==================== design 1
**Design 1: I/O nets highlighted**

Scale: 10 px per um.
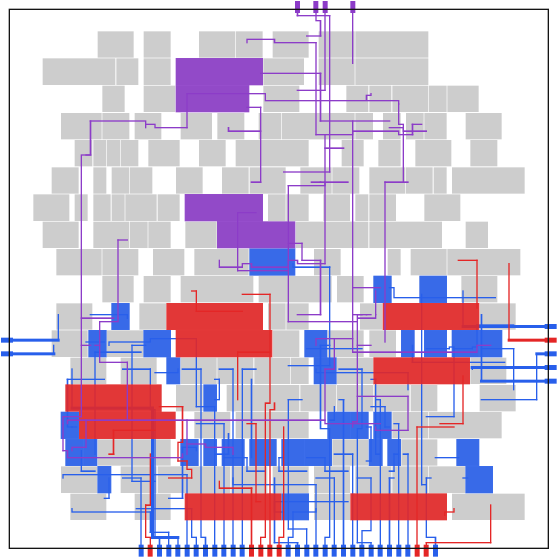

<file path="src/rtl/noc_output_port_arbiter_pkg.sv">
`default_nettype none
// ============================================================================
// Package     : noc_arb_pkg
// Description : Shared types, default sizes and helpers for the NoC router
//               output-port arbiter.
// Contents    : arb_state_t    - arbiter FSM state (IDLE / LOCKED)
//               N_DEF, W_DEF   - default port count and flit width
//               onehot_to_idx  - one-hot (up to 8 bits) to binary index
// Revision    : 1.0 - initial release
// ============================================================================
package noc_arb_pkg;

    localparam int N_DEF = 4;
    localparam int W_DEF = 8;

    typedef enum logic {
        IDLE   = 1'b0,
        LOCKED = 1'b1
    } arb_state_t;

    // Converts a one-hot vector of up to 8 ports into its bit position.
    // OR-accumulation keeps the result well defined for the all-zero vector
    // (returns 0), which callers only use when a grant is actually held.
    function automatic logic [2:0] onehot_to_idx(input logic [7:0] onehot);
        logic [2:0] idx;
        idx = '0;
        for (int i = 0; i < 8; i++) begin
            if (onehot[i]) begin
                idx = idx | 3'(i);
            end
        end
        return idx;
    endfunction

endpackage
`default_nettype wire

</file>
<file path="src/rtl/noc_output_port_arbiter_if.sv">
`default_nettype none
// ============================================================================
// Interface   : noc_output_port_arbiter_if
// Description : Bundles the N input flit streams, the single output link and
//               the arbiter status signals of one router output port.
// Signals     : in_valid/in_data/in_last  - per-port flit streams (port i at
//                                            in_data[i*W +: W])
//               in_ready                  - per-port accept (arbiter driven)
//               out_valid/out_data/out_last - output link (arbiter driven)
//               out_ready                 - downstream accept
//               grant, busy               - arbiter status
// Modports    : master - environment side (drives flits and out_ready)
//               slave  - arbiter side
// Revision    : 1.0 - initial release
// ============================================================================
interface noc_output_port_arbiter_if
    import noc_arb_pkg::*;
#(
    parameter int N = N_DEF,
    parameter int W = W_DEF
);

    logic [N-1:0]   in_valid;
    logic [N*W-1:0] in_data;
    logic [N-1:0]   in_last;
    logic [N-1:0]   in_ready;

    logic           out_valid;
    logic [W-1:0]   out_data;
    logic           out_last;
    logic           out_ready;

    logic [N-1:0]   grant;
    logic           busy;

    modport master (
        output in_valid, in_data, in_last, out_ready,
        input  in_ready, out_valid, out_data, out_last, grant, busy
    );

    modport slave (
        input  in_valid, in_data, in_last, out_ready,
        output in_ready, out_valid, out_data, out_last, grant, busy
    );

endinterface
`default_nettype wire

</file>
<file path="src/rtl/noc_output_port_arbiter_rr_pick.sv">
`default_nettype none
// ============================================================================
// Module      : rr_pick
// Description : Combinational rotating priority encoder. Returns the first
//               set request bit found searching upward from ptr, wrapping
//               from N-1 back to 0.
// Ports       : req     (in)  N   request vector
//               ptr     (in)  IW  highest-priority position
//               win_idx (out) IW  index of the winning request
//               any_req (out) 1   at least one request is set
// Revision    : 1.0 - initial release
// ============================================================================
module rr_pick #(
    parameter int N  = 4,
    parameter int IW = $clog2(N)
) (
    input  wire [N-1:0]  req,
    input  wire [IW-1:0] ptr,
    output logic [IW-1:0] win_idx,
    output logic          any_req
);

    // One spare bit so ptr + offset can exceed N-1 before wrapping.
    logic [IW:0] w_pos;
    logic        w_found;

    always_comb begin
        win_idx = '0;
        any_req = |req;
        w_found = 1'b0;
        w_pos   = '0;
        for (int k = 0; k < N; k++) begin
            w_pos = {1'b0, ptr} + (IW+1)'(k);
            if (w_pos >= (IW+1)'(N)) begin
                w_pos = w_pos - (IW+1)'(N);
            end
            if (!w_found && req[w_pos[IW-1:0]]) begin
                w_found = 1'b1;
                win_idx = w_pos[IW-1:0];
            end
        end
    end

endmodule
`default_nettype wire

</file>
<file path="src/rtl/noc_output_port_arbiter.sv">
`default_nettype none
// ============================================================================
// Module      : noc_output_port_arbiter
// Description : Packet-granular round-robin arbiter sharing one NoC router
//               output port among N input ports. A grant is locked from the
//               first flit until the flit marked last has been transferred,
//               so packets never interleave on the output link.
// Ports       : CLK          (in)  clock, rising edge
//               RESET        (in)  synchronous reset, active high
//               bus          (slave modport of noc_output_port_arbiter_if)
//               timeout_err  (out) sticky stall-timeout flag, only present
//                                  when ARB_TIMEOUT_EN is defined
// Options     : ARB_TIMEOUT_EN - adds a stall counter that force-releases a
//                                lock after TIMEOUT cycles without a transfer
// Revision    : 1.0 - initial release
// ============================================================================
module noc_output_port_arbiter
    import noc_arb_pkg::*;
#(
    parameter int N       = N_DEF,
    parameter int W       = W_DEF,
    parameter int TIMEOUT = 16
) (
    input  wire                       CLK,
    input  wire                       RESET,
    noc_output_port_arbiter_if.slave  bus
`ifdef ARB_TIMEOUT_EN
    ,
    output logic                      timeout_err
`endif
);

    localparam int IW = $clog2(N);

    if ((N < 2) || (N > 8) || (TIMEOUT < 1)) begin : g_param_check
        $error("noc_output_port_arbiter: N must be 2..8 and TIMEOUT >= 1");
    end

    // ------------------------------------------------------------------
    // State
    // ------------------------------------------------------------------
    arb_state_t    r_state;
    arb_state_t    w_state_nxt;
    logic [N-1:0]  r_grant;
    logic [N-1:0]  w_grant_nxt;
    logic [IW-1:0] r_rr_ptr;
    logic [IW-1:0] w_rr_ptr_nxt;
    logic          r_busy;
    logic          w_busy_nxt;

    // ------------------------------------------------------------------
    // Datapath helpers
    // ------------------------------------------------------------------
    logic [IW-1:0] w_win_idx;
    logic          w_any_req;
    logic [IW-1:0] w_gidx;
    logic [IW-1:0] w_gidx_inc;
    logic          w_xfer;
    logic          w_release;
    logic [W-1:0]  w_port_data [N];

    for (genvar i = 0; i < N; i++) begin : g_unpack
        assign w_port_data[i] = bus.in_data[i*W +: W];
    end

    rr_pick #(
        .N  (N),
        .IW (IW)
    ) u_rr_pick (
        .req     (bus.in_valid),
        .ptr     (r_rr_ptr),
        .win_idx (w_win_idx),
        .any_req (w_any_req)
    );

    // The grant register is the single source of truth for the locked port;
    // the index is recovered from it rather than stored separately.
    assign w_gidx     = IW'(onehot_to_idx(8'(r_grant)));
    assign w_gidx_inc = (w_gidx == IW'(N-1)) ? '0 : (w_gidx + 1'b1);

    // out_valid is only ever high while LOCKED, so this is a transfer of the
    // granted port's flit.
    assign w_xfer = bus.out_valid && bus.out_ready;

`ifdef ARB_TIMEOUT_EN
    localparam int SW = $clog2(TIMEOUT+1);

    logic [SW-1:0] r_stall;
    logic          w_timeout;

    assign w_timeout = (r_state == LOCKED) && !w_xfer && (r_stall == SW'(TIMEOUT));

    always_ff @(posedge CLK) begin
        if (RESET) begin
            r_stall     <= '0;
            timeout_err <= 1'b0;
        end else begin
            if ((r_state != LOCKED) || w_xfer || w_timeout) begin
                r_stall <= '0;
            end else begin
                r_stall <= r_stall + 1'b1;
            end
            if (w_timeout) begin
                timeout_err <= 1'b1;
            end
        end
    end

    assign w_release = (w_xfer && bus.out_last) || w_timeout;
`else
    assign w_release = w_xfer && bus.out_last;
`endif

    // ------------------------------------------------------------------
    // FSM: state register
    // ------------------------------------------------------------------
    always_ff @(posedge CLK) begin
        if (RESET) begin
            r_state  <= IDLE;
            r_grant  <= '0;
            r_rr_ptr <= '0;
            r_busy   <= 1'b0;
        end else begin
            r_state  <= w_state_nxt;
            r_grant  <= w_grant_nxt;
            r_rr_ptr <= w_rr_ptr_nxt;
            r_busy   <= w_busy_nxt;
        end
    end

    // ------------------------------------------------------------------
    // FSM: next-state logic
    // ------------------------------------------------------------------
    always_comb begin
        w_state_nxt  = r_state;
        w_grant_nxt  = r_grant;
        w_rr_ptr_nxt = r_rr_ptr;
        w_busy_nxt   = r_busy;
        case (r_state)
            IDLE: begin
                if (w_any_req) begin
                    w_state_nxt = LOCKED;
                    w_grant_nxt = {{(N-1){1'b0}}, 1'b1} << w_win_idx;
                    w_busy_nxt  = 1'b1;
                end
            end
            LOCKED: begin
                // Moving the pointer past the released port makes it the
                // lowest-priority requester in the next arbitration.
                if (w_release) begin
                    w_state_nxt  = IDLE;
                    w_grant_nxt  = '0;
                    w_busy_nxt   = 1'b0;
                    w_rr_ptr_nxt = w_gidx_inc;
                end
            end
            default: begin
                w_state_nxt = IDLE;
                w_grant_nxt = '0;
                w_busy_nxt  = 1'b0;
            end
        endcase
    end

    // ------------------------------------------------------------------
    // FSM: outputs (combinational from the registered grant)
    // ------------------------------------------------------------------
    always_comb begin
        bus.in_ready  = '0;
        bus.out_valid = 1'b0;
        bus.out_data  = '0;
        bus.out_last  = 1'b0;
        if (r_state == LOCKED) begin
            bus.in_ready  = r_grant & {N{bus.out_ready}};
            bus.out_valid = bus.in_valid[w_gidx];
            bus.out_data  = w_port_data[w_gidx];
            bus.out_last  = bus.in_last[w_gidx];
        end
    end

    assign bus.grant = r_grant;
    assign bus.busy  = r_busy;

endmodule
`default_nettype wire

</file>
<file path="src/flat_wrapper.sv">
// flat-port wrapper written by rule: the top's interface ports become plain ports
module noc_output_port_arbiter_flat import noc_arb_pkg::*;
#(
    parameter int N       = N_DEF,
    parameter int W       = W_DEF,
    parameter int TIMEOUT = 16
)
  (CLK, RESET, bus_in_valid, bus_in_data, bus_in_last, bus_out_ready, bus_in_ready, bus_out_valid, bus_out_data, bus_out_last, bus_grant, bus_busy);
  noc_output_port_arbiter_if #(.N(N), .W(W)) bus_i ();
  input  wire CLK;
  input  wire RESET;
  input wire logic [$bits(bus_i.in_valid)-1:0] bus_in_valid;
  input wire logic [$bits(bus_i.in_data)-1:0] bus_in_data;
  input wire logic [$bits(bus_i.in_last)-1:0] bus_in_last;
  input wire logic [$bits(bus_i.out_ready)-1:0] bus_out_ready;
  output wire logic [$bits(bus_i.in_ready)-1:0] bus_in_ready;
  output wire logic [$bits(bus_i.out_valid)-1:0] bus_out_valid;
  output wire logic [$bits(bus_i.out_data)-1:0] bus_out_data;
  output wire logic [$bits(bus_i.out_last)-1:0] bus_out_last;
  output wire logic [$bits(bus_i.grant)-1:0] bus_grant;
  output wire logic [$bits(bus_i.busy)-1:0] bus_busy;
  assign bus_i.in_valid = bus_in_valid;
  assign bus_i.in_data = bus_in_data;
  assign bus_i.in_last = bus_in_last;
  assign bus_i.out_ready = bus_out_ready;
  assign bus_in_ready = bus_i.in_ready;
  assign bus_out_valid = bus_i.out_valid;
  assign bus_out_data = bus_i.out_data;
  assign bus_out_last = bus_i.out_last;
  assign bus_grant = bus_i.grant;
  assign bus_busy = bus_i.busy;
  noc_output_port_arbiter #(.N(N), .W(W), .TIMEOUT(TIMEOUT)) u_core (.CLK(CLK), .RESET(RESET), .bus(bus_i));
endmodule
</file>
<file path="config.mk">
export PLATFORM = sky130hd
export DESIGN_NAME = noc_output_port_arbiter_flat
export DESIGN_NICKNAME = d
export VERILOG_FILES = /design/src/rtl/noc_output_port_arbiter_pkg.sv /design/src/rtl/noc_output_port_arbiter_if.sv /design/src/rtl/noc_output_port_arbiter_rr_pick.sv /design/src/rtl/noc_output_port_arbiter.sv /design/src/flat_wrapper.sv
export SDC_FILE = /design/constraint.sdc
export NUM_CORES = 1
export LEC_CHECK = 0
export CORE_MARGIN = 2
export CORE_UTILIZATION = 34
export CTS_BUF_LIST = sky130_fd_sc_hd__clkbuf_4 sky130_fd_sc_hd__clkbuf_8 sky130_fd_sc_hd__clkbuf_16
export DETAILED_ROUTE_END_ITERATION = 6
export PLACE_DENSITY = 0.84
export SKIP_CTS_REPAIR_TIMING = 1
export SLEW_MARGIN = 20
export SYNTH_ARGS = -nofsm -noshare
export SYNTH_HDL_FRONTEND = slang
export SYNTH_SLANG_ARGS = --single-unit
</file>
<file path="constraint.sdc">
create_clock -name CLK -period 2.3 [get_ports CLK]
set_input_delay 0.46 -clock CLK [delete_from_list [all_inputs] [get_ports CLK]]
set_output_delay 0.46 -clock CLK [all_outputs]
set_load 0.05 [all_outputs]
</file>
==================== design 2
`src/rtl/dma_loader_engine.sv`:
```
// Framed UART-to-memory DMA loader: reassembles little-endian words from RX bytes,
// writes them to one of NUM_TARGETS memories and answers ACK/NAK/timeout on TX.
module dma_loader_engine #(
  parameter int WORD_BYTES     = 4,
  parameter int ADDR_W         = 32,
  parameter int COUNT_BYTES    = 2,
  parameter int NUM_TARGETS    = 2,
  parameter int TIMEOUT_CYCLES = 1000000
) (
  input  logic                    clk_i,
  input  logic                    rst_ni,
  input  logic                    grant_i,
  output logic                    done_o,
  output logic                    error_o,
  input  logic [7:0]              rx_data_i,
  input  logic                    rx_ready_i,
  output logic [7:0]              tx_data_o,
  output logic                    tx_start_o,
  input  logic                    tx_done_i,
  output logic [NUM_TARGETS-1:0]  mem_we_o,
  output logic [ADDR_W-1:0]       mem_addr_o,
  output logic [8*WORD_BYTES-1:0] mem_data_o
);
  localparam int WW  = 8 * WORD_BYTES;
  localparam int CW  = 8 * COUNT_BYTES;
  localparam int BIW = $clog2(WORD_BYTES) + 1;
  localparam int SIW = $clog2(COUNT_BYTES) + 1;
  localparam int TW  = $clog2(TIMEOUT_CYCLES + 1);
  localparam logic [7:0] ACK = 8'hF1, NAK = 8'hE1, TMO = 8'hE2;

  typedef enum logic [3:0] {
    S_IDLE, S_TARGET, S_SIZE, S_PAYLOAD, S_WRITE, S_CHECK, S_SEND, S_WAIT_TX, S_DONE
  } state_t;

  state_t state_q, state_d;

  logic [7:0]        target_q;
  logic              bad_q;
  logic [CW-1:0]     count_q;
  logic [CW-1:0]     processed_q;
  logic [SIW-1:0]    size_idx_q;
  logic [BIW-1:0]    byte_idx_q;
  logic [WW-1:0]     buf_q;
  logic [7:0]        chk_q;
  logic [ADDR_W-1:0] addr_q;
  logic [TW-1:0]     idle_q;
  logic              ok_q;
  logic [7:0]        tx_data_q;

  // Handshakes: rx_ready_i is a one-cycle valid strobe with no back-pressure, tx_start_o
  // is a one-cycle request and tx_done_i the one-cycle completion for that request.
  logic          abort, counting, timed_out, last_size, word_full, last_word;
  logic          take_payload, take_chk;
  logic [CW-1:0] count_shift;

  assign abort       = !grant_i && (state_q != S_IDLE) && (state_q != S_DONE);
  assign counting    = (state_q == S_SIZE) || (state_q == S_PAYLOAD) || (state_q == S_CHECK);
  assign timed_out   = counting && !rx_ready_i && (idle_q == TW'(TIMEOUT_CYCLES - 1));
  assign count_shift = (count_q << 8) | CW'(rx_data_i);
  assign last_size   = (size_idx_q == SIW'(COUNT_BYTES - 1));
  assign word_full   = (byte_idx_q == BIW'(WORD_BYTES - 1));
  assign last_word   = ((processed_q + CW'(1)) == count_q);
  // A byte landing in S_WRITE belongs to the next word, or is the checksum after the last word.
  assign take_payload = rx_ready_i && ((state_q == S_PAYLOAD) || (state_q == S_WRITE && !last_word));
  assign take_chk     = rx_ready_i && ((state_q == S_CHECK) || (state_q == S_WRITE && last_word));

  always_ff @(posedge clk_i or negedge rst_ni) begin
    if (!rst_ni) state_q <= S_IDLE;
    else         state_q <= state_d;
  end

  always_comb begin
    state_d = state_q;
    if (abort) begin
      state_d = S_IDLE;
    end else begin
      case (state_q)
        S_IDLE:    if (grant_i) state_d = S_TARGET;
        S_TARGET:  if (rx_ready_i) state_d = S_SIZE;
        S_SIZE: begin
          if (timed_out) state_d = S_SEND;
          else if (rx_ready_i && last_size) state_d = (count_shift == '0) ? S_CHECK : S_PAYLOAD;
        end
        S_PAYLOAD: begin
          if (timed_out) state_d = S_SEND;
          else if (rx_ready_i && word_full) state_d = S_WRITE;
        end
        S_WRITE: begin
          if (last_word)                    state_d = rx_ready_i ? S_SEND : S_CHECK;
          else if (rx_ready_i && word_full) state_d = S_WRITE;
          else                              state_d = S_PAYLOAD;
        end
        S_CHECK:   if (timed_out || rx_ready_i) state_d = S_SEND;
        S_SEND:    state_d = S_WAIT_TX;
        S_WAIT_TX: if (tx_done_i) state_d = S_DONE;
        S_DONE:    if (!grant_i) state_d = S_IDLE;
        default:   state_d = S_IDLE;
      endcase
    end
  end

  always_ff @(posedge clk_i or negedge rst_ni) begin
    if (!rst_ni) begin
      target_q <= '0; bad_q <= 1'b0; count_q <= '0; processed_q <= '0;
      size_idx_q <= '0; byte_idx_q <= '0; buf_q <= '0; chk_q <= '0;
      addr_q <= '0; idle_q <= '0; ok_q <= 1'b0; tx_data_q <= '0;
    end else if (state_q == S_IDLE || abort) begin
      target_q <= '0; bad_q <= 1'b0; count_q <= '0; processed_q <= '0;
      size_idx_q <= '0; byte_idx_q <= '0; buf_q <= '0; chk_q <= '0;
      addr_q <= '0; idle_q <= '0; ok_q <= 1'b0; tx_data_q <= '0;
    end else begin
      if (timed_out) begin
        ok_q      <= 1'b0;
        tx_data_q <= TMO;
      end else if (counting) begin
        idle_q <= rx_ready_i ? '0 : idle_q + TW'(1);
      end
      if (state_q == S_TARGET && rx_ready_i) begin
        target_q <= rx_data_i;
        bad_q    <= bad_q | (int'(rx_data_i) >= NUM_TARGETS);
        idle_q   <= '0;
      end
      if (state_q == S_SIZE && rx_ready_i) begin
        count_q    <= count_shift;
        size_idx_q <= size_idx_q + SIW'(1);
      end
      if (state_q == S_WRITE) begin
        addr_q      <= addr_q + ADDR_W'(WORD_BYTES);
        processed_q <= processed_q + CW'(1);
      end
      if (take_payload) begin
        buf_q[8*int'(byte_idx_q) +: 8] <= rx_data_i;
        chk_q      <= chk_q ^ rx_data_i;
        byte_idx_q <= word_full ? '0 : byte_idx_q + BIW'(1);
      end
      if (take_chk) begin
        ok_q      <= (rx_data_i == chk_q) && !bad_q;
        tx_data_q <= ((rx_data_i == chk_q) && !bad_q) ? ACK : NAK;
      end
    end
  end

  assign tx_data_o = tx_data_q;

  always_comb begin
    mem_we_o   = '0;
    mem_addr_o = '0;
    mem_data_o = '0;
    tx_start_o = 1'b0;
    done_o     = 1'b0;
    error_o    = 1'b0;
    case (state_q)
      S_WRITE: begin
        mem_addr_o = addr_q;
        mem_data_o = buf_q;
        if (grant_i && !bad_q) begin
          for (int i = 0; i < NUM_TARGETS; i++) mem_we_o[i] = (target_q == 8'(i));
        end
      end
      S_SEND: tx_start_o = grant_i;
      S_DONE: begin
        done_o  = 1'b1;
        error_o = !ok_q;
      end
      default: ;
    endcase
  end
endmodule

```
`config.mk`:
```
export PLATFORM = sky130hd
export DESIGN_NAME = dma_loader_engine
export DESIGN_NICKNAME = d
export VERILOG_FILES = /design/src/rtl/dma_loader_engine.sv
export SDC_FILE = /design/constraint.sdc
export NUM_CORES = 1
export LEC_CHECK = 0
export ABC_AREA = 1
export CAP_MARGIN = 15
export CORE_MARGIN = 3
export CORE_UTILIZATION = 30
export CTS_CLUSTER_DIAMETER = 30
export DETAILED_ROUTE_END_ITERATION = 10
export PLACE_DENSITY = 0.45
export SLEW_MARGIN = 20
export SYNTH_ARGS = -nofsm -noshare
export SYNTH_HDL_FRONTEND = slang
export SYNTH_SLANG_ARGS = --single-unit
export TNS_END_PERCENT = 20
```
`constraint.sdc`:
```
create_clock -name clk_i -period 3.09 [get_ports clk_i]
set_input_delay 0.4635 -clock clk_i [delete_from_list [all_inputs] [get_ports clk_i]]
set_output_delay 0.4635 -clock clk_i [all_outputs]
set_load 0.02 [all_outputs]
```
==================== design 3
`src/rtl/dec_sel_sequencer.sv`:
```
// Timed select-code sequencer that drives the 3-to-8 decoder's din.
// Walks codes up, down, once, or holds, with a programmable per-code dwell.
module dec_sel_sequencer #(
  parameter int SEL_W   = 3,
  parameter int DWELL_W = 8
) (
  input  logic               clk_i,
  input  logic               rst_ni,
  input  logic               start_i,
  input  logic               stop_i,
  input  logic [1:0]         mode_i,
  input  logic [DWELL_W-1:0] dwell_i,
  input  logic               sel_ready_i,
  output logic [SEL_W-1:0]   sel_out_o,
  output logic               sel_valid_o,
  output logic               busy_o,
  output logic               wrap_o,
  output logic               done_o
);

  typedef enum logic [1:0] {
    IDLE = 2'd0,
    RUN  = 2'd1,
    DONE = 2'd2
  } state_e;

  localparam logic [1:0] MODE_UP   = 2'b00;
  localparam logic [1:0] MODE_DOWN = 2'b01;
  localparam logic [1:0] MODE_ONCE = 2'b10;

  state_e             state_q, state_d;
  logic [SEL_W-1:0]   sel_q, sel_d;
  logic [DWELL_W-1:0] cnt_q, cnt_d;
  logic [DWELL_W-1:0] dwell_q, dwell_d;
  logic [1:0]         mode_q, mode_d;
  logic               wrap_q, wrap_d;
  logic               done_q, done_d;

  always_ff @(posedge clk_i or negedge rst_ni) begin
    if (!rst_ni) begin
      state_q <= IDLE;
      sel_q   <= '0;
      cnt_q   <= '0;
      dwell_q <= '0;
      mode_q  <= '0;
      wrap_q  <= 1'b0;
      done_q  <= 1'b0;
    end else begin
      state_q <= state_d;
      sel_q   <= sel_d;
      cnt_q   <= cnt_d;
      dwell_q <= dwell_d;
      mode_q  <= mode_d;
      wrap_q  <= wrap_d;
      done_q  <= done_d;
    end
  end

  // Stop always takes priority; mode and dwell are only sampled on launch.
  always_comb begin
    state_d = state_q;
    sel_d   = sel_q;
    cnt_d   = cnt_q;
    dwell_d = dwell_q;
    mode_d  = mode_q;
    wrap_d  = 1'b0;
    done_d  = 1'b0;
    unique case (state_q)
      IDLE: begin
        if (start_i && !stop_i) begin
          state_d = RUN;
          mode_d  = mode_i;
          dwell_d = dwell_i;
          sel_d   = (mode_i == MODE_DOWN) ? '1 : '0;
          cnt_d   = '0;
        end
      end
      RUN: begin
        if (stop_i) begin
          state_d = IDLE;
        end else if (cnt_q < dwell_q) begin
          cnt_d = cnt_q + 1'b1;
        end else if (sel_ready_i) begin
          cnt_d = '0;
          case (mode_q)
            MODE_UP: begin
              sel_d  = sel_q + 1'b1;
              wrap_d = (sel_q == '1);
            end
            MODE_DOWN: begin
              sel_d  = sel_q - 1'b1;
              wrap_d = (sel_q == '0);
            end
            MODE_ONCE: begin
              if (sel_q == '1) begin
                state_d = DONE;
                done_d  = 1'b1;
              end else begin
                sel_d = sel_q + 1'b1;
              end
            end
            default: ;
          endcase
        end
      end
      DONE: state_d = IDLE;
      default: state_d = IDLE;
    endcase
  end

  assign sel_out_o   = sel_q;
  assign sel_valid_o = (state_q == RUN);
  assign busy_o      = (state_q != IDLE);
  assign wrap_o      = wrap_q;
  assign done_o      = done_q;

endmodule
```
`config.mk`:
```
export PLATFORM = sky130hd
export DESIGN_NAME = dec_sel_sequencer
export DESIGN_NICKNAME = d
export VERILOG_FILES = /design/src/rtl/dec_sel_sequencer.sv
export SDC_FILE = /design/constraint.sdc
export NUM_CORES = 1
export LEC_CHECK = 0
export ABC_CLOCK_PERIOD_IN_PS = 4000
export CAP_MARGIN = 25
export CELL_PAD_IN_SITES_DETAIL_PLACEMENT = 1
export CELL_PAD_IN_SITES_GLOBAL_PLACEMENT = 1
export CORE_MARGIN = 3
export CORE_UTILIZATION = 45
export CTS_CLUSTER_DIAMETER = 60
export DETAILED_ROUTE_END_ITERATION = 10
export GPL_ROUTABILITY_DRIVEN = 0
export PLACE_DENSITY = 0.94
export SLEW_MARGIN = 20
export SYNTH_ARGS = -nofsm -noshare
export SYNTH_HDL_FRONTEND = slang
export SYNTH_SLANG_ARGS = --single-unit
```
`constraint.sdc`:
```
create_clock -name clk_i -period 4 [get_ports clk_i]
set_clock_uncertainty 0.05 [all_clocks]
set_input_delay 0.8 -clock clk_i [delete_from_list [all_inputs] [get_ports clk_i]]
set_output_delay 0.8 -clock clk_i [all_outputs]
set_load 0.05 [all_outputs]
```
==================== design 4
### config.mk
export PLATFORM = sky130hd
export DESIGN_NAME = rom_msg_reader
export DESIGN_NICKNAME = d
export VERILOG_FILES = /design/src/rtl/msg_reader_pkg.sv /design/src/rtl/rom_msg_reader.sv
export SDC_FILE = /design/constraint.sdc
export NUM_CORES = 1
export LEC_CHECK = 0
export ABC_AREA = 0
export CAP_MARGIN = 20
export CORE_MARGIN = 8
export CORE_UTILIZATION = 25
export DETAILED_ROUTE_END_ITERATION = 12
export PLACE_DENSITY_LB_ADDON = 0.05
export REMOVE_ABC_BUFFERS = 1
export SETUP_SLACK_MARGIN = 0.5
export SLEW_MARGIN = 30
export SYNTH_ARGS = -nofsm -noshare
export SYNTH_HDL_FRONTEND = slang
export SYNTH_SLANG_ARGS = --single-unit
### constraint.sdc
create_clock -name clk -period 1.9 [get_ports clk]
set_input_delay 0.475 -clock clk [delete_from_list [all_inputs] [get_ports clk]]
set_output_delay 0.475 -clock clk [all_outputs]
set_load 0.005 [all_outputs]
### src/rtl/msg_reader_pkg.sv
// Shared types and constants for the ROM message reader.
package msg_reader_pkg;

    typedef enum logic [2:0] {
        IDLE,
        FETCH,
        LOAD,
        SEND,
        CR,
        LF,
        DONE
    } state_t;

    localparam logic [7:0] ASCII_CR     = 8'h0D;
    localparam logic [7:0] ASCII_LF     = 8'h0A;
    localparam logic [7:0] DEFAULT_TERM = 8'h00;

endpackage

### src/rtl/rom_msg_reader.sv
// Streams one terminated message out of a 256x8 synchronous ROM onto a valid/ready byte stream.
// Optional CR/LF trailer after each message is enabled by defining MSG_READER_CRLF_EN.
module rom_msg_reader
    import msg_reader_pkg::*;
#(
    parameter logic [7:0] TERM_CHAR = DEFAULT_TERM,
    parameter int         MAX_LEN   = 64,
    localparam int        CW        = $clog2(MAX_LEN + 1)
) (
    input  logic          clk,
    input  logic          rst_n,
    input  logic          start,
    input  logic [7:0]    msg_addr,
    output logic [7:0]    rom_addr,
    input  logic [7:0]    rom_data,
    output logic [7:0]    tx_data,
    output logic          tx_valid,
    input  logic          tx_ready,
    output logic          busy,
    output logic          done,
    output logic [CW-1:0] msg_len
);

    localparam logic [CW-1:0] MAX_CNT = CW'(MAX_LEN);

    state_t        state, state_next;
    logic [7:0]    addr_next, data_next;
    logic          valid_next;
    logic [CW-1:0] count, count_next, len_next;

    always_ff @(posedge clk or negedge rst_n) begin
        if (!rst_n) begin
            state    <= IDLE;
            rom_addr <= 8'h00;
            tx_data  <= 8'h00;
            tx_valid <= 1'b0;
            count    <= '0;
            msg_len  <= '0;
        end else begin
            state    <= state_next;
            rom_addr <= addr_next;
            tx_data  <= data_next;
            tx_valid <= valid_next;
            count    <= count_next;
            msg_len  <= len_next;
        end
    end

    // The end of a message (terminator or length cap) either goes straight to
    // DONE or first presents the CR byte of the trailer.
    always_comb begin
        state_next = state;
        addr_next  = rom_addr;
        data_next  = tx_data;
        valid_next = tx_valid;
        count_next = count;
        len_next   = msg_len;
        case (state)
            IDLE: begin
                if (start) begin
                    addr_next  = msg_addr;
                    count_next = '0;
                    state_next = FETCH;
                end
            end
            FETCH: state_next = LOAD;
            LOAD: begin
                if (rom_data == TERM_CHAR) begin
`ifdef MSG_READER_CRLF_EN
                    data_next  = ASCII_CR;
                    valid_next = 1'b1;
                    state_next = CR;
`else
                    state_next = DONE;
`endif
                end else begin
                    data_next  = rom_data;
                    valid_next = 1'b1;
                    addr_next  = rom_addr + 8'd1;
                    count_next = count + CW'(1);
                    state_next = SEND;
                end
            end
            SEND: begin
                if (tx_ready) begin
                    valid_next = 1'b0;
                    if (count == MAX_CNT) begin
`ifdef MSG_READER_CRLF_EN
                        data_next  = ASCII_CR;
                        valid_next = 1'b1;
                        state_next = CR;
`else
                        state_next = DONE;
`endif
                    end else begin
                        state_next = FETCH;
                    end
                end
            end
`ifdef MSG_READER_CRLF_EN
            CR: begin
                if (tx_ready) begin
                    data_next  = ASCII_LF;
                    state_next = LF;
                end
            end
            LF: begin
                if (tx_ready) begin
                    valid_next = 1'b0;
                    state_next = DONE;
                end
            end
`endif
            DONE: begin
                len_next   = count;
                state_next = IDLE;
            end
            default: state_next = IDLE;
        endcase
    end

    assign busy = (state != IDLE);
    assign done = (state == DONE);

endmodule

**Design 1: clock wires, drivers and flops**

Scale: 10 px per um.
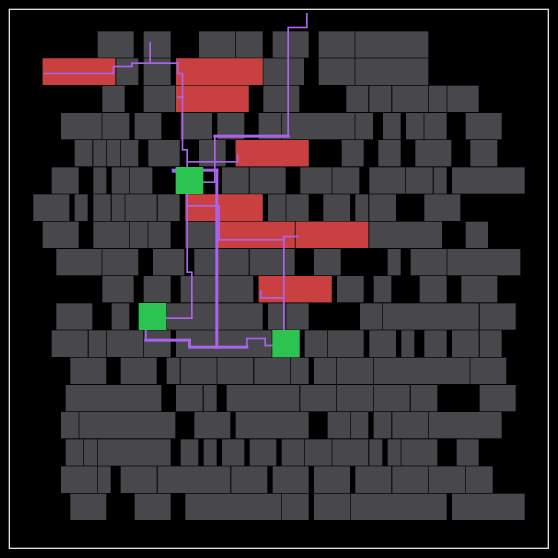
[green] clock-net drivers | count: 3
[purple] clock wires | length: 151 um
[red] flip-flops | count: 8
routed clock nets: 4

## Picture notes: 'I/O nets highlighted' of design 1
[red] bus_out_data | bits: 8 | direction: output | edge: 7 south, 1 east | end cells: 8 | buffers: 8 | wire: 172 um
[purple] bus_grant | bits: 4 | direction: output | edge: north | end cells: 4 | buffers: 6 | wire: 461 um
[blue] bus_in_data | bits: 32 | direction: input | edge: 26 south, 4 east, 2 west | end cells: 32 | buffers: 32 | wire: 678 um

==> results.sh, design 1 <==
# flow metrics
export IMPL_ys_sh_xor_pct=1.04
export IMPL_final_area_um2=1840
export IMPL_whs_path_depth=2
export IMPL_first_pass_iters=5
export IMPL_top_area_cell="dfxtp_1"
export IMPL_crit_arrival_ns=1.82
export IMPL_tightest_slew_ns=0.517
export IMPL_peakVddDrop_v=0.000344
export IMPL_cts_buffers=3
export IMPL_vias=1212
export IMPL_largest_reg_flops=4
export IMPL_clkLatencyLatePin_ns=0.28
export IMPL_postSynthCellCount=114
export IMPL_worst_r2r_path_depth=6
export IMPL_antenna_left=0
export IMPL_edf_count=0
export IMPL_synth_area_per_cell_um2=7.39
export IMPL_status="finished clean"
export IMPL_synth_yosys_warnings=0
export IMPL_slew_violations=0
export IMPL_rsz0062_at_grt="yes"
export IMPL_finalHoldWorstSlack_ns=0.523
-- design 1: layer usage --
layer / vias to the layer above / track usage (%) / wire (um)
li1: 575 / - / -
met1: 595 / 27.0 / 1400
met2: 38 / 45.9 / 2000
met3: 4 / 4.72 / 136
met4: 0 / 9.40 / 30
met5: - / 0 / 0
-- design 1: cells in the final DEF, fill, tap and decap left out, types with 3 or more instances in the layout --
cell type | Yosys | routed
nor2_1 | 5 | 5
o32ai_1 | 4 | 4
buf_4 | 0 | 11
buf_12 | 0 | 13
nand3b_1 | 4 | 4
nor2_2 | 3 | 3
o21ai_0 | 11 | 10
a311oi_4 | 0 | 8
dfxtp_1 | 8 | 5
nor2b_1 | 10 | 10
a211oi_1 | 8 | 7
and3_1 | 5 | 5
nor3_1 | 3 | 3
clkdlybuf4s50_1 | 0 | 46
clkbuf_4 | 0 | 4
nand2_1 | 9 | 9
a21oi_1 | 5 | 5
-- design 1: report_power, final --
part	switching [uW]	internal (uW)
combinational	319	284
clock	60.1	78.8
sequential	17.9	151
-- design 1: critical path, cell delays in order, from the launching register on --
cell	delay [ns]
dfxtp_2	0.36
or2_2	0.47
a211oi_1	0.48
a311oi_4	0.07
buf_12	0.17
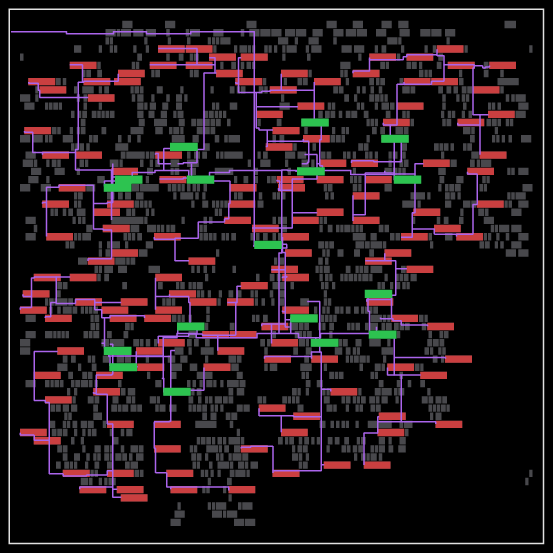
**Above:** design 2 (clock wires, drivers and flops).
Scale: 3 px per um.
[red] flip-flops | count: 144
[purple] clock wires | length: 2320 um
[green] clock-net drivers | count: 17
flops lie: spread over the die
routed clock nets: 18

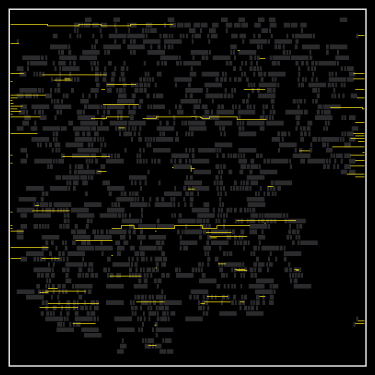
**Above:** design 2 (metal 3).
Scale: 2 px per um.
longest straight run: 31.7 um
wire length on this layer: 880 um
nets with wire on the layer: 77
main direction: horizontal

==> results.sh, design 2 <==
# flow metrics
export IMPL_status="finished clean"
export IMPL_power_switching_uw=2810
export IMPL_end_kind="output port"
export IMPL_fin_util_pct=37.2
export IMPL_wl_per_cell_um=15.0
export IMPL_drive_above_1_share_pct=8.25
export IMPL_clk_pin_slew_ns=0.07
export IMPL_postCtsSetupBuffers=0
export IMPL_nets=1355
export IMPL_cts_buffer_depth=2
export IMPL_synth_yosys_warnings=0
export IMPL_dieArea_um2=31500
export IMPL_antenna_left=0
export IMPL_pg_comb_uw=2360
export IMPL_synth_seq_share_pct=40.8
export IMPL_setup_worst_path_start="state_q[2]"
export IMPL_tightest_slew_ns=0.678
export IMPL_grt_pass1_vias=7809
export IMPL_min_path_type="in -> async"
export IMPL_cts_buffers=17
export IMPL_ys_sh_adder_pct=1.28
export IMPL_buf_share_pct=9.80
export IMPL_clockRootBuffer="clkbuf_16"
export IMPL_largestClassByArea="combinational gates"
export IMPL_r2r_start="byte_idx_q[0]"
export IMPL_ys_sh_simple_pct=36.7
export IMPL_rows=62
design 2: what timing repair did:
action	4_1_cts	5_1_grt
resized	0	2
hold endpoints to repair	0	0
endpoints found under the setup margin	0	42
design 2: worst max-delay path: stages, from the launching register on:
cell and delay, ns:
dfrtp_1 0.44, inv_2 0.05, nor2_2 0.18, inv_2 0.08
nor2_4 0.14, inv_4 0.14, buf_4 0.23, nor2_1 0.11
clkdlybuf4s50_1 0.61
design 2: flip-flops by register name (all words and copies together), names as in the netlist:
name         flops
buf_q           32
addr_q          30
idle_q          20
count_q         16
processed_q     16
chk_q            8
target_q         8
state_q          4
tx_data_o        4
byte_idx_q       3
size_idx_q       2
bad_q            1
design 2: through the flow:
stage | instance area (um^2) | power, uW | cells
floorplan | 8840 | 3890 | 1247
global placement | 10200 | 4620 | 1698
detailed placement | 10200 | 4620 | 1698
CTS | 10700 | 6730 | 1730
global route | 10700 | 7080 | 1730
finish | 10700 | 6650 | 1730
design 2: worst min-delay path by stage:
stage,to,slack (ns),cells after the start
final,addr_q[9],0.01,1
after global routing,addr_q[9],0.06,1
after CTS,addr_q[9],0.05,1
after detailed placement,target_q[6],0.46,2
after global placement,target_q[5],0.46,2
after floorplan,addr_q[10],0.17,0
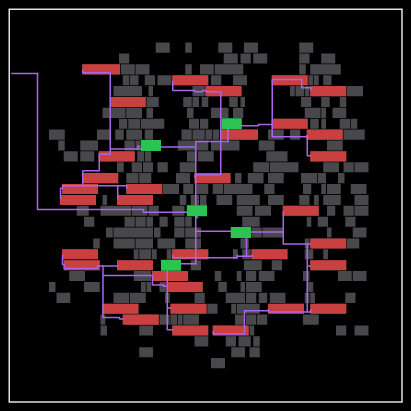
**Above:** design 4 (clock wires, drivers and flops).
Scale: 4 px per um.
[red] flip-flops | count: 34
[green] clock-net drivers | count: 5
[purple] clock wires | length: 516 um
routed clock nets: 6

==> results.sh, design 4 <==
# flow metrics
export IMPL_status="finished clean"
export IMPL_p_int_uw=2650
export IMPL_cts_buffer_depth=2
export IMPL_crit_path_top_delay_cell="or4_1"
export IMPL_rows=30
export IMPL_clockRootBuffer="clkbuf_8"
export IMPL_buffers=99
export IMPL_yosys_area_top_type_share_pct=50.9
export IMPL_antenna_left=0
export IMPL_ff_count=34
export IMPL_rsz0062_at_grt="yes"
export IMPL_hold_path_startpoint="rom_data[2]"
export IMPL_drive_above_1_share_pct=45.8
export IMPL_flop_cell="dfrtp_1"
export IMPL_io_buffers=45
export IMPL_r2r_setup_slack_ns=0.007
export IMPL_postSynthCellCount=174
export IMPL_worst_r2r_path_depth=6
export IMPL_crit_fanout=4
export IMPL_pwr_share_comb_pct=59.6
export IMPL_buf_share_pct=30.0
export IMPL_min_path_type="in -> reg"
export IMPL_h_tree_depth=2
export IMPL_clock_skew_ns=0.00719
export IMPL_dieArea_um2=9560
export IMPL_fin_crit_ns=1.89
export IMPL_end_kind="flip-flop"
export IMPL_clkPwrFrac_pct=11.8
[design 4: what timing repair did]
action	CTS	global route
buffers inserted	29	6
setup endpoints to repair	53	42
cloned	1	0
resized	142	34
pin swaps	28	9
[design 4: layout by cell type, fill, tap and decap left out, types with 3 or more instances in the layout]
cell type,netlist,routed
and3_1,4,4
mux2_2,5,5
buf_6,1,19
nand3_1,11,10
dfrtp_1,34,32
a21oi_2,0,3
ha_1,3,3
clkbuf_8,0,5
buf_4,0,35
nand2_4,0,5
nand2_2,0,8
clkdlybuf4s15_1,0,19
inv_1,4,4
a21oi_1,10,5
clkbuf_2,0,8
o21ai_0,8,5
nand2_1,37,23
clkdlybuf4s50_1,0,10
[design 4: critical path, delay by kind of cell (launching register included)]
family / cells / cell delay, ns
buffers and inverters: 2 / 0.25
AND/OR/NAND/NOR: 3 / 0.95
flip-flops: 1 / 0.41
AND-OR/OR-AND: 1 / 0.22
[design 4: routing by layer]
metal	share of wire [%]	vias to the layer above	routed length (um)	global-route usage [%]
met4	1.1	0	63	3.60
li1	-	829	-	-
met3	4.9	6	272	3.91
met5	0	-	0	0
met2	49	30	2750	20.0
met1	45	842	2510	14.1
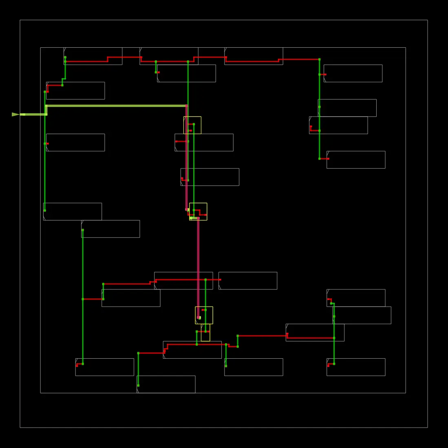
**Above:** design 3 (clock wiring as the flow saved it).
Clock Sinks: 25
CTS Buf Count: 3
Flops: 25
Clock group: 113 uW
Skew-Pair Late Insertion Delay: 0.32 ns

==> results.sh, design 3 <==
# flow metrics
export IMPL_status="finished clean"
export IMPL_drive_above_1_share_pct=13.5
export IMPL_sw_frac_of_total_pct=38.2
export IMPL_power_leader="registers"
export IMPL_share_seq_of_total_power_pct=45.4
export IMPL_antenna_found_initial=0
export IMPL_hold_path_startpoint="dwell_q[6]"
export IMPL_die_x_um=64.2
export IMPL_worst_r2r_path_depth=3
export IMPL_ys_sh_mux_pct=4.27
export IMPL_clk_pin_slew_ns=0.13
export IMPL_pg_comb_uw=290
export IMPL_synth_area_per_cell_um2=10.4
export IMPL_finalHoldWorstSlack_ns=0.527
export IMPL_clockRootBuffer="clkbuf_4"
export IMPL_grt_pass1_wl_um=6910
export IMPL_fin_util_pct=58.1
export IMPL_rsz0062_at_grt="no"
export IMPL_synthArstFlopShare_pct=100
export IMPL_crit_fanout=8
export IMPL_critPathKind="reg -> out"
export IMPL_layout_top_cells="dfrtp_1, clkdlybuf4s50_1, nand2_1"
export IMPL_antenna_left=0
export IMPL_edf_count=0
export IMPL_fmaxAchievable_mhz=355
export IMPL_final_area_um2=1820
[design 3: cell usage after synthesis, types with 2 or more instances]
cell / count / share of area (%)
inv_1: 9 / 2.2
a21oi_1: 3 / 0.99
mux2_2: 4 / 3.0
dfrtp_1: 25 / 41
nor4_1: 3 / 1.2
a32o_1: 5 / 3.3
a21o_1: 3 / 1.5
nand2_1: 16 / 3.9
a211oi_2: 2 / 1.6
o21ai_0: 11 / 3.6
mux2i_1: 2 / 1.3
ha_1: 8 / 6.6
nor3_1: 7 / 2.3
o211ai_1: 3 / 1.5
nand3_1: 4 / 1.3
nor2_1: 7 / 1.7
[design 3: worst max-delay path, stage by stage, from the launching register on]
cell	delay [ns]
dfrtp_1	0.42
nand2b_2	0.26
clkinv_2	0.16
clkdlybuf4s50_1	0.82
[design 3: per-layer routing]
| metal | share of wire, % | up-vias |
|---|---|---|
| met5 | 0 | - |
| met4 | 2.7 | 0 |
| met3 | 3.1 | 12 |
| met2 | 51 | 36 |
| met1 | 43 | 608 |
| li1 | - | 588 |
[design 3: flip-flops by register name, summed over array words and instances (netlist names)]
register and count:
state_q 2, sel_out_o 3, dwell_q 8, mode_q 2
done_o 1, wrap_o 1, cnt_q 8

## Gallery

I/O nets highlighted.
image #1
Scale: 3 px per um.
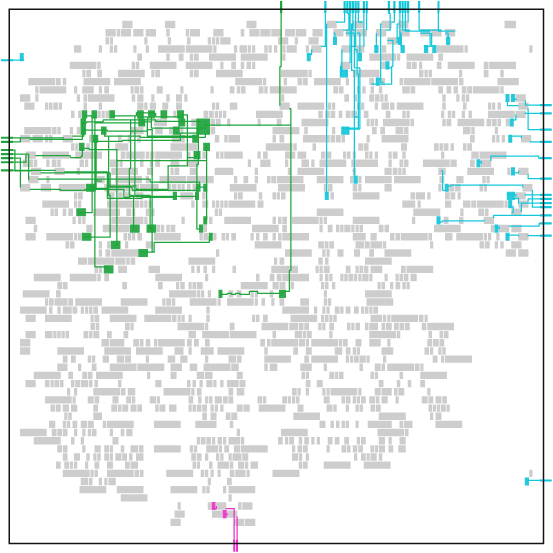
image #2
Scale: 8 px per um.
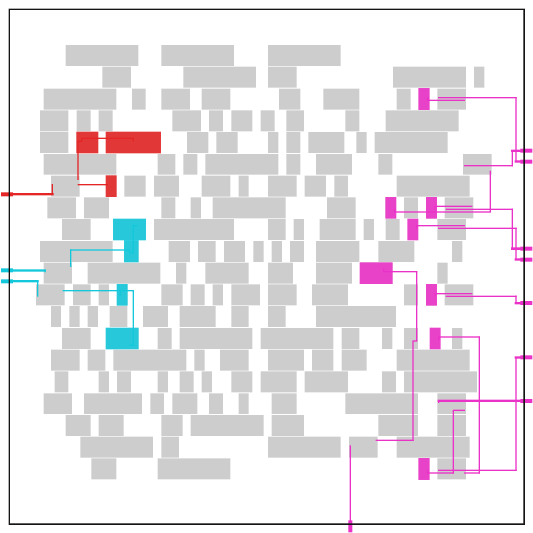
image #3
Scale: 4 px per um.
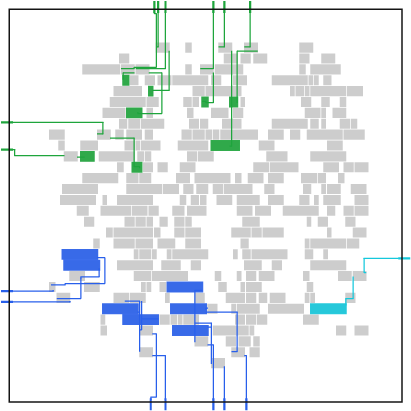
- design 4 = image #3
- design 3 = image #2
- design 2 = image #1
- most cells: image #1
- smallest die: image #2



==> gallery <==
Clock wiring as the flow saved it.
(a)
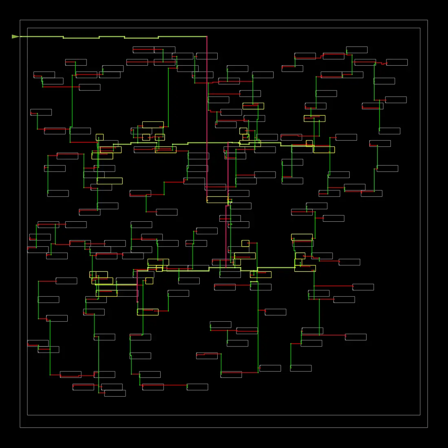
(b)
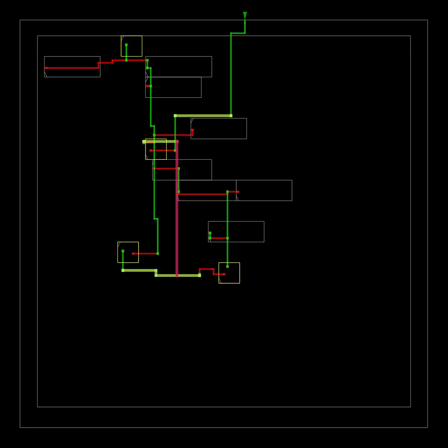
(c)
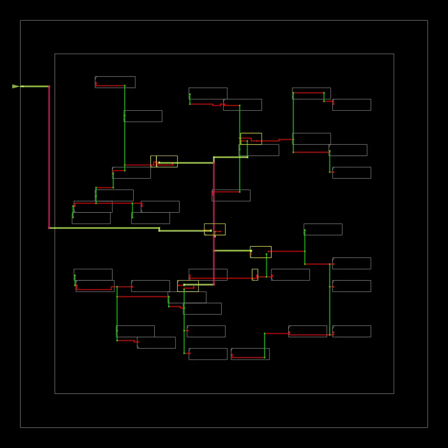
The one with the most sequential cells is (a).
The one with the fewest clock buffers is (b).
| from | picture |
|---|---|
| design 2 | (a) |
| design 1 | (b) |
| design 4 | (c) |


==> gallery <==
Metal 3.
shot_01.png
Scale: 6 px per um.
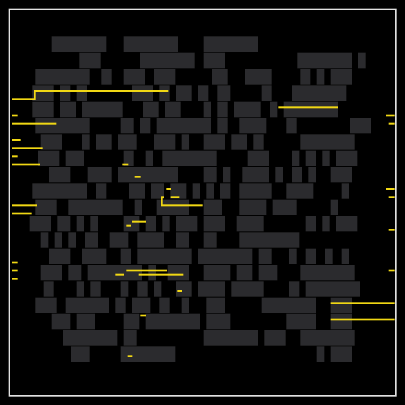
shot_02.png
Scale: 4 px per um.
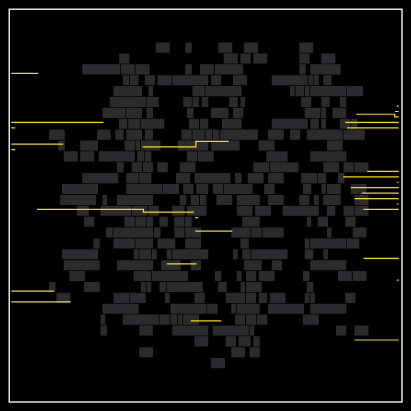
shot_03.png
Scale: 6 px per um.
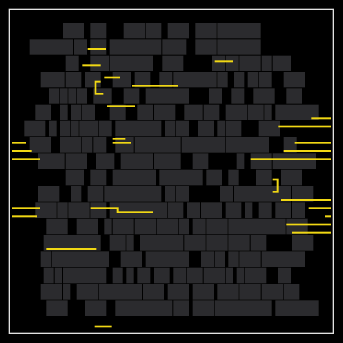
Of these, smallest die: shot_03.png
Of these, largest die: shot_02.png
shot_03.png: design 1
shot_02.png: design 4
shot_01.png: design 3

Key to shot_02.png:
main direction: horizontal
nets with wire on the layer: 25

No activity file was given, so power comes from the tool's default toggle rates.
